######## block 1 ########
**Block 1: signal wires on met3**

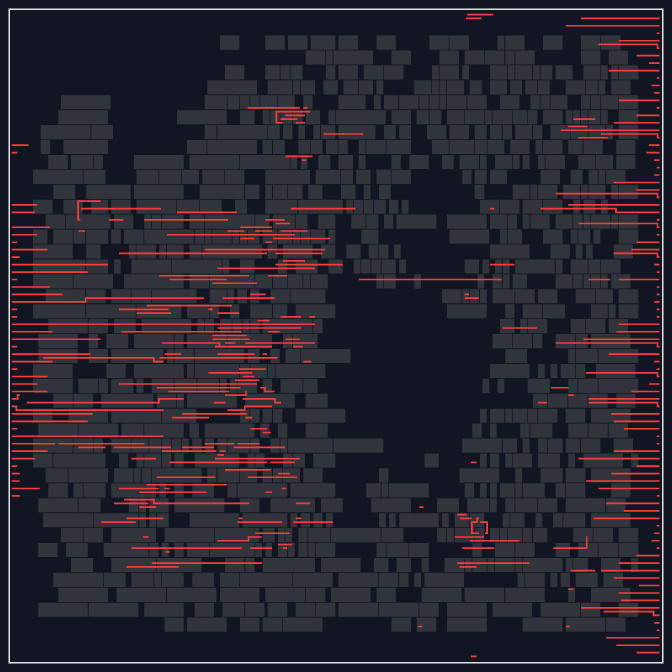

==> config.mk <==
export PLATFORM = sky130hd
export DESIGN_NAME = riscv_lsu_split
export DESIGN_NICKNAME = d
export VERILOG_FILES = /design/src/rtl/riscv_lsu_split.sv
export SDC_FILE = /design/constraint.sdc
export NUM_CORES = 1
export LEC_CHECK = 0
export CORE_MARGIN = 4
export CORE_UTILIZATION = 40
export DETAILED_ROUTE_END_ITERATION = 8
export GPL_ROUTABILITY_DRIVEN = 0
export PLACE_DENSITY = 0.76
export SETUP_SLACK_MARGIN = 0.15
export SYNTH_ARGS = -nofsm -noshare
export SYNTH_HDL_FRONTEND = slang
export SYNTH_SLANG_ARGS = --single-unit
==> constraint.sdc <==
create_clock -name clk_i -period 5.13 [get_ports clk_i]
set_clock_uncertainty 0.05 [all_clocks]
set_input_delay 0.7695 -clock clk_i [delete_from_list [all_inputs] [get_ports clk_i]]
set_output_delay 0.7695 -clock clk_i [all_outputs]
set_load 0.05 [all_outputs]
==> src/rtl/riscv_lsu_split.sv <==
// riscv_lsu_split: load/store unit that splits misaligned accesses into two word beats
// with per-beat timeout, byte-lane steering and load sign/zero extension.
module riscv_lsu_split #(
    parameter int unsigned TIMEOUT_CYCLES = 16,
    parameter bit          MISALIGN_EN    = 1'b1
) (
    input  logic        clk_i,
    input  logic        rst_ni,
    input  logic        core_req_i,
    input  logic        core_we_i,
    input  logic [2:0]  core_size_i,
    input  logic [31:0] core_addr_i,
    input  logic [31:0] core_wd_i,
    output logic [31:0] core_rd_o,
    output logic        core_stall_o,
    output logic        core_err_o,
    output logic        mem_req_o,
    output logic        mem_we_o,
    output logic [3:0]  mem_be_o,
    output logic [31:0] mem_addr_o,
    output logic [31:0] mem_wd_o,
    input  logic [31:0] mem_rd_i,
    input  logic        mem_ready_i
);
    localparam logic [2:0] LDST_B  = 3'b000;
    localparam logic [2:0] LDST_H  = 3'b001;
    localparam logic [2:0] LDST_W  = 3'b010;
    localparam logic [2:0] LDST_BU = 3'b100;
    localparam logic [2:0] LDST_HU = 3'b101;
    localparam int CW = TIMEOUT_CYCLES > 1 ? $clog2(TIMEOUT_CYCLES) : 1;

    logic          beat_q;
    logic [31:0]   lo_q;
    logic [CW-1:0] cnt_q;
    logic [1:0]    off;
    logic [2:0]    nbytes;
    logic          size_ok, split, legal, last, fin, timeout;
    logic [7:0]    be8;
    logic [63:0]   lane64, wd64, r64;
    logic [31:0]   field;

    always_comb begin
        off     = core_addr_i[1:0];
        size_ok = core_size_i inside {LDST_B, LDST_H, LDST_W, LDST_BU, LDST_HU};
        nbytes  = core_size_i == LDST_W ? 3'd4 :
                  (core_size_i == LDST_H || core_size_i == LDST_HU) ? 3'd2 : 3'd1;
        split   = ({1'b0, off} + nbytes) > 3'd4;
        legal   = size_ok && (MISALIGN_EN || !split);
        be8     = (nbytes == 3'd4 ? 8'h0F : nbytes == 3'd2 ? 8'h03 : 8'h01) << off;
        lane64  = '0;
        for (int i = 0; i < 8; i++) lane64[8*i +: 8] = {8{be8[i]}};
        wd64    = ({32'b0, core_wd_i} << {off, 3'b000}) & lane64;
        r64     = split ? {mem_rd_i, lo_q} : {32'b0, mem_rd_i};
        field   = 32'(r64 >> {off, 3'b000});
    end

    assign mem_req_o    = core_req_i && legal;
    assign last         = !split || beat_q;
    assign fin          = mem_req_o && last && mem_ready_i;
    assign timeout      = (TIMEOUT_CYCLES != 0) && mem_req_o && !mem_ready_i &&
                          cnt_q == CW'(TIMEOUT_CYCLES - 1);
    assign mem_we_o     = mem_req_o && core_we_i;
    assign mem_be_o     = mem_req_o ? (beat_q ? be8[7:4] : be8[3:0]) : 4'b0;
    assign mem_addr_o   = mem_req_o ? {core_addr_i[31:2], 2'b00} + {29'b0, beat_q, 2'b00} : 32'b0;
    assign mem_wd_o     = mem_we_o ? (beat_q ? wd64[63:32] : wd64[31:0]) : 32'b0;
    assign core_stall_o = mem_req_o && !fin && !timeout;
    assign core_err_o   = (core_req_i && !legal) || timeout;
    assign core_rd_o    = (!fin || core_we_i) ? 32'b0 :
                          core_size_i == LDST_W  ? field :
                          core_size_i == LDST_B  ? {{24{field[7]}}, field[7:0]} :
                          core_size_i == LDST_H  ? {{16{field[15]}}, field[15:0]} :
                          core_size_i == LDST_BU ? {24'b0, field[7:0]} :
                                                   {16'b0, field[15:0]};

    // Beat-0 completion of a split access is the only ready that is not a fin.
    always_ff @(posedge clk_i or negedge rst_ni) begin
        if (!rst_ni) begin
            beat_q <= 1'b0;
            lo_q   <= '0;
            cnt_q  <= '0;
        end else if (!core_req_i || timeout || fin) begin
            beat_q <= 1'b0;
            cnt_q  <= '0;
        end else if (mem_req_o && mem_ready_i) begin
            lo_q   <= mem_rd_i;
            beat_q <= 1'b1;
            cnt_q  <= '0;
        end else if (mem_req_o) begin
            cnt_q  <= cnt_q + 1'b1;
        end
    end
endmodule

######## block 2 ########
[config.mk]
export PLATFORM = sky130hd
export DESIGN_NAME = spram_power_ctrl
export DESIGN_NICKNAME = d
export VERILOG_FILES = /design/src/rtl/spram_power_ctrl.sv
export SDC_FILE = /design/constraint.sdc
export NUM_CORES = 1
export LEC_CHECK = 0
export CAP_MARGIN = 20
export CORE_MARGIN = 5
export CORE_UTILIZATION = 30
export CTS_CLUSTER_DIAMETER = 200
export DETAILED_ROUTE_END_ITERATION = 6
export SETUP_SLACK_MARGIN = 0.02
export SLEW_MARGIN = 25
export SYNTH_ARGS = -nofsm -noshare
export SYNTH_HDL_FRONTEND = slang
export SYNTH_SLANG_ARGS = --single-unit
[constraint.sdc]
create_clock -name clk -period 6.85 [get_ports clk]
set_clock_uncertainty 0.15 [all_clocks]
set_input_delay 0.685 -clock clk [delete_from_list [all_inputs] [get_ports clk]]
set_output_delay 0.685 -clock clk [all_outputs]
set_load 0.005 [all_outputs]
[src/rtl/spram_power_ctrl.sv]
// Power-state controller for the instruction SPRAMs: walks ACTIVE -> STBY -> SLEEP
// while the core idles in WFI, and sequences a timed WAKE before fetches resume.
module spram_power_ctrl #(
    parameter int unsigned SLEEP_DELAY = 64,
    parameter int unsigned WAKE_CYCLES = 2
) (
    input  logic        clk,
    input  logic        rst_n,
    input  logic        wfi,
    input  logic        wake,
    output logic        spram_standby,
    output logic        spram_sleep,
    output logic        spram_poweroff_n,
    output logic        mem_ready,
    output logic [1:0]  pstate,
    output logic [31:0] sleep_cycles
);

    typedef enum logic [1:0] {
        ACTIVE = 2'd0,
        STBY   = 2'd1,
        SLEEP  = 2'd2,
        WAKE   = 2'd3
    } pstate_e;

    localparam bit          ESCALATE  = (SLEEP_DELAY != 0);
    localparam bit          USE_WAKE  = (WAKE_CYCLES != 0);
    localparam logic [15:0] IDLE_LAST = ESCALATE ? 16'(SLEEP_DELAY - 1) : 16'd0;
    localparam logic [3:0]  WAKE_LOAD = USE_WAKE ? 4'(WAKE_CYCLES - 1) : 4'd0;

    pstate_e     state_q, state_d;
    logic [15:0] idle_cnt, idle_d;
    logic [3:0]  wake_cnt, wake_d;
    logic        w;

    assign w                = wake | ~wfi;
    assign pstate           = state_q;
    // Instruction contents must always be retained, so the array is never powered off.
    assign spram_poweroff_n = 1'b1;

    always_comb begin
        // NOTE: every combinational output gets a default first so no path infers a latch.
        state_d = state_q;
        idle_d  = idle_cnt;
        wake_d  = wake_cnt;
        case (state_q)
            ACTIVE: begin
                if (wfi && !wake) begin
                    state_d = STBY;
                    idle_d  = 16'd0;
                end
            end
            STBY: begin
                // A wake request outranks escalation to SLEEP in the same cycle.
                if (w) begin
                    state_d = USE_WAKE ? WAKE : ACTIVE;
                    wake_d  = WAKE_LOAD;
                end else if (ESCALATE && idle_cnt == IDLE_LAST) begin
                    state_d = SLEEP;
                end else if (idle_cnt != 16'hFFFF) begin
                    idle_d = idle_cnt + 16'd1;
                end
            end
            SLEEP: begin
                if (w) begin
                    state_d = USE_WAKE ? WAKE : ACTIVE;
                    wake_d  = WAKE_LOAD;
                end
            end
            WAKE: begin
                if (wake_cnt == 4'd0) state_d = ACTIVE;
                else                  wake_d  = wake_cnt - 4'd1;
            end
            default: state_d = ACTIVE;
        endcase
    end

    // Outputs are registered from the next state so they always match pstate.
    always_ff @(posedge clk or negedge rst_n) begin
        if (!rst_n) begin
            state_q       <= ACTIVE;
            idle_cnt      <= 16'd0;
            wake_cnt      <= 4'd0;
            spram_standby <= 1'b0;
            spram_sleep   <= 1'b0;
            mem_ready     <= 1'b1;
            sleep_cycles  <= 32'd0;
        end else begin
            // NOTE: sequential state uses non-blocking assignments so all registers update together.
            state_q       <= state_d;
            idle_cnt      <= idle_d;
            wake_cnt      <= wake_d;
            spram_standby <= (state_d == STBY) || (state_d == SLEEP);
            spram_sleep   <= (state_d == SLEEP);
            mem_ready     <= (state_d == ACTIVE);
            if (state_q == SLEEP && sleep_cycles != 32'hFFFF_FFFF)
                sleep_cycles <= sleep_cycles + 32'd1;
        end
    end

endmodule


==> gallery <==
Signal wires on met2.
Plate I
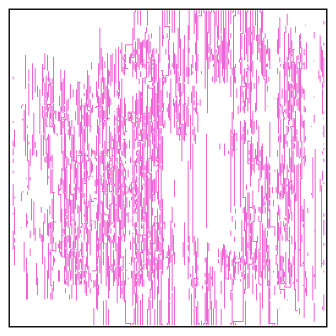
Plate II
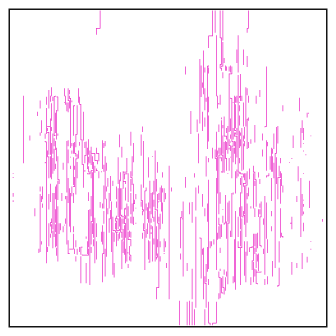
Plate I is block 1.
Plate II is block 2.

**Block 1: metal 4**

Bar = 20 um.
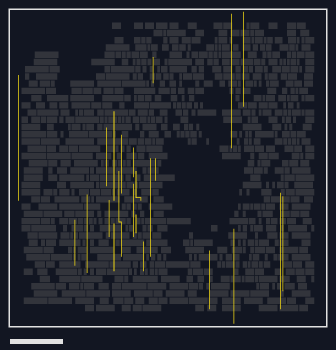
main direction	vertical
longest straight run	50.3 um
share of all routed wire	2.9%
Vias: 5,907
routed wire length: 20,000 um

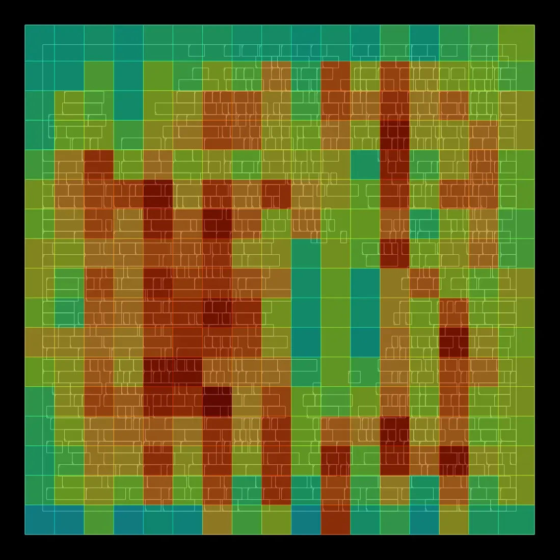
**Above:** block 1 (congestion heat map).
grt met3 use: 5.65%
gr usage total: 27.1%
most used routing layer: met2
met2 Track Usage GR: 45.8%
share of the core filled with cells: 68.2%

## Picture notes: 'signal wires on met3' of block 1
wire length on this layer	1,940 um
longest straight run	55.0 um
share of all routed wire	9.7%
nets with wire on the layer	216
main direction	horizontal

==> results.cfg, block 1 <==
; physical design summary
[pwr]
total_switching_power_w = 0.000615
clkPwrFrac_pct = 24.2
intPower_w = 0.00107
power.leakage_nw = 3.21

[final_layout]
num-nonclk-inverters = 10
comb_share_pct = 48.3
nFillCells = 920

[synthesis]
synth_warnings = 0
yosys_cells = 609
avgSynthCellArea_sq_um = 8.07
synth_area_sq_um = 4910
yosysTopAreaCellShare_pct = 18.8
synth-edff-count = 0
xor_area_share_pct = 5.15
ys.flop_type = dfrtp_1
ys_sh_aoi_pct = 17.7
ys.flops = 37
largest_area_cell = dfrtp_1
ys_seq_share_pct = 18.8
synthAdderAreaFrac_pct = 1.43

[timing]
setup_violations = 0
slew-limit-headroom_pct = 40.5
setup_tns_ns = 0
finalCritPeriodShare_pct = 95.0
worstMarginPinSlew_ns = 0.888
period_needed_ns = 4.87
finalMaxSlewViolations = 0

[outcome]
outcome = completed

[worst_hold_path]
hp-start = lo_q[5]
whs_path_depth = 1

[global_routing]
use_met1_pct = 34.6
gr-total-overflow = 0
grt_max_degree = 65
grt_pass1_wl_um = 31500

[routing]
dr.pass1.iters = 7
maxUsedRoutingLayer = met4
drtAntennaViolNets = 0
dr_wl_met3_um = 1940

[run]
cap_violations = 0

[clock_network]
cts_made_buffers = 5
htreeDepth = 2
postCtsHoldBufs = 0

[critical_path]
crit_end = core_rd_o[16]
worst-r2r-cell-count = 4
path_class = primary input to primary output
block 1: through the flow:
step	worst slack (ns)	total power [W]	std cells	area (sq um)	hold WS [ns]
final	0.258	0.00168	948	8190	0.455
after global routing	0.152	0.00175	948	8190	0.476
after CTS	0.131	0.00166	946	8100	0.454
after detailed placement	0.0896	0.00124	937	7860	0.441
after global placement	0.219	0.00121	937	7860	0.432
after floorplan	0.0799	0.000941	610	5020	0.424
block 1: flip-flops by register name, indices dropped and copies added (netlist names):
name,flops
cnt_q,4
beat_q,1
lo_q,32
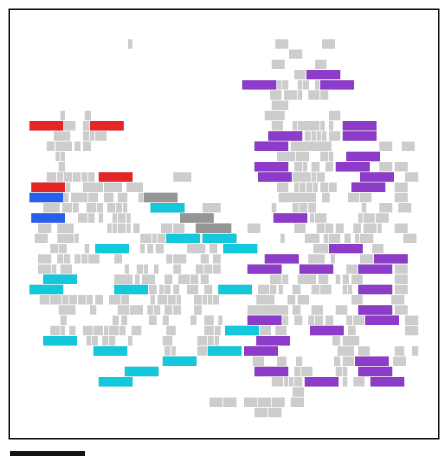
**Above:** block 2 (register map, names as in the netlist).
Bar = 20 um. Other sequential cells in the stronger gray, the rest of the logic in the fainter gray.
netlist name	color	sequential cells
`pstate`	blue	2
`wake_cnt`	red	4
`sleep_cycles`	purple	32
`idle_cnt`	cyan	16
not colored	3
Seq area share: 35.9%
share of the core filled with cells: 38.2%

==> results.cfg, block 2 <==
; physical design summary
[synthesis]
most_common_cell = dfrtp_1
largest_area_cell = dfrtp_1
area_leaders = dfrtp_1 43%, xor2_1 4.9%, nand3_1 3.9%
synth_warnings = 0

[outcome]
outcome = completed

[timing]
setup_violations = 0
slew-limit-headroom_pct = 45.3
worstMarginPinSlew_ns = 0.820
setup_tns_ns = 0

[final_layout]
layout-area-overhead-vs-synth_pct = 23.1
finalNetCount = 394

[critical_path]
reg2reg_slack_ns = 3.92
critPathArrivalTime_ns = 3.02

[floorplanning]
n_tap_cell = 136
io_pins = 42

[routing]
wl_per_cell_um = 14.9

[run]
cap_violations = 0

[pwr]
clkPwrFrac_pct = 30.8
block 2: power groups by stage:
stage | logic (W) | clock network (W) | registers (W)
final | 0.000369 | 0.000365 | 0.000450
after global routing | 0.000419 | 0.000389 | 0.000460
after CTS | 0.000370 | 0.000373 | 0.000451
after detailed placement | 0.000368 | 0 | 0.000457
after global placement | 0.000362 | 0 | 0.000455
after floorplan | 0.000251 | 0 | 0.000446
block 2: registers in the layout (all words and copies together) (netlist names):
signal         flops
idle_cnt          16
mem_ready          1
pstate             2
sleep_cycles      32
spram_sleep        1
spram_standby      1
wake_cnt           4


==> screenshots <==
Signal wires on met1.
panel A
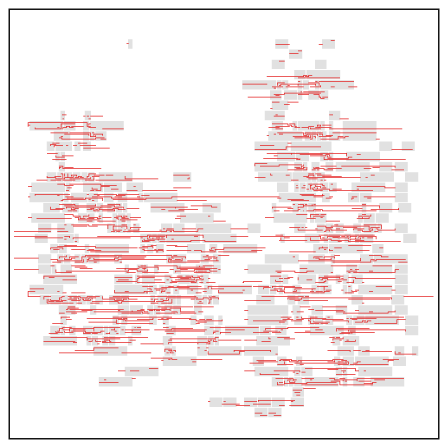
panel B
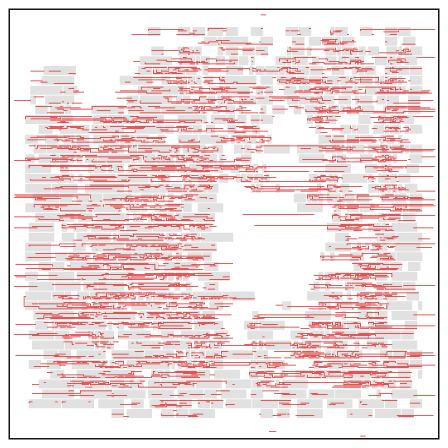
block 2 -> panel A
block 1 -> panel B

Power is estimated from default activity; no workload was simulated.
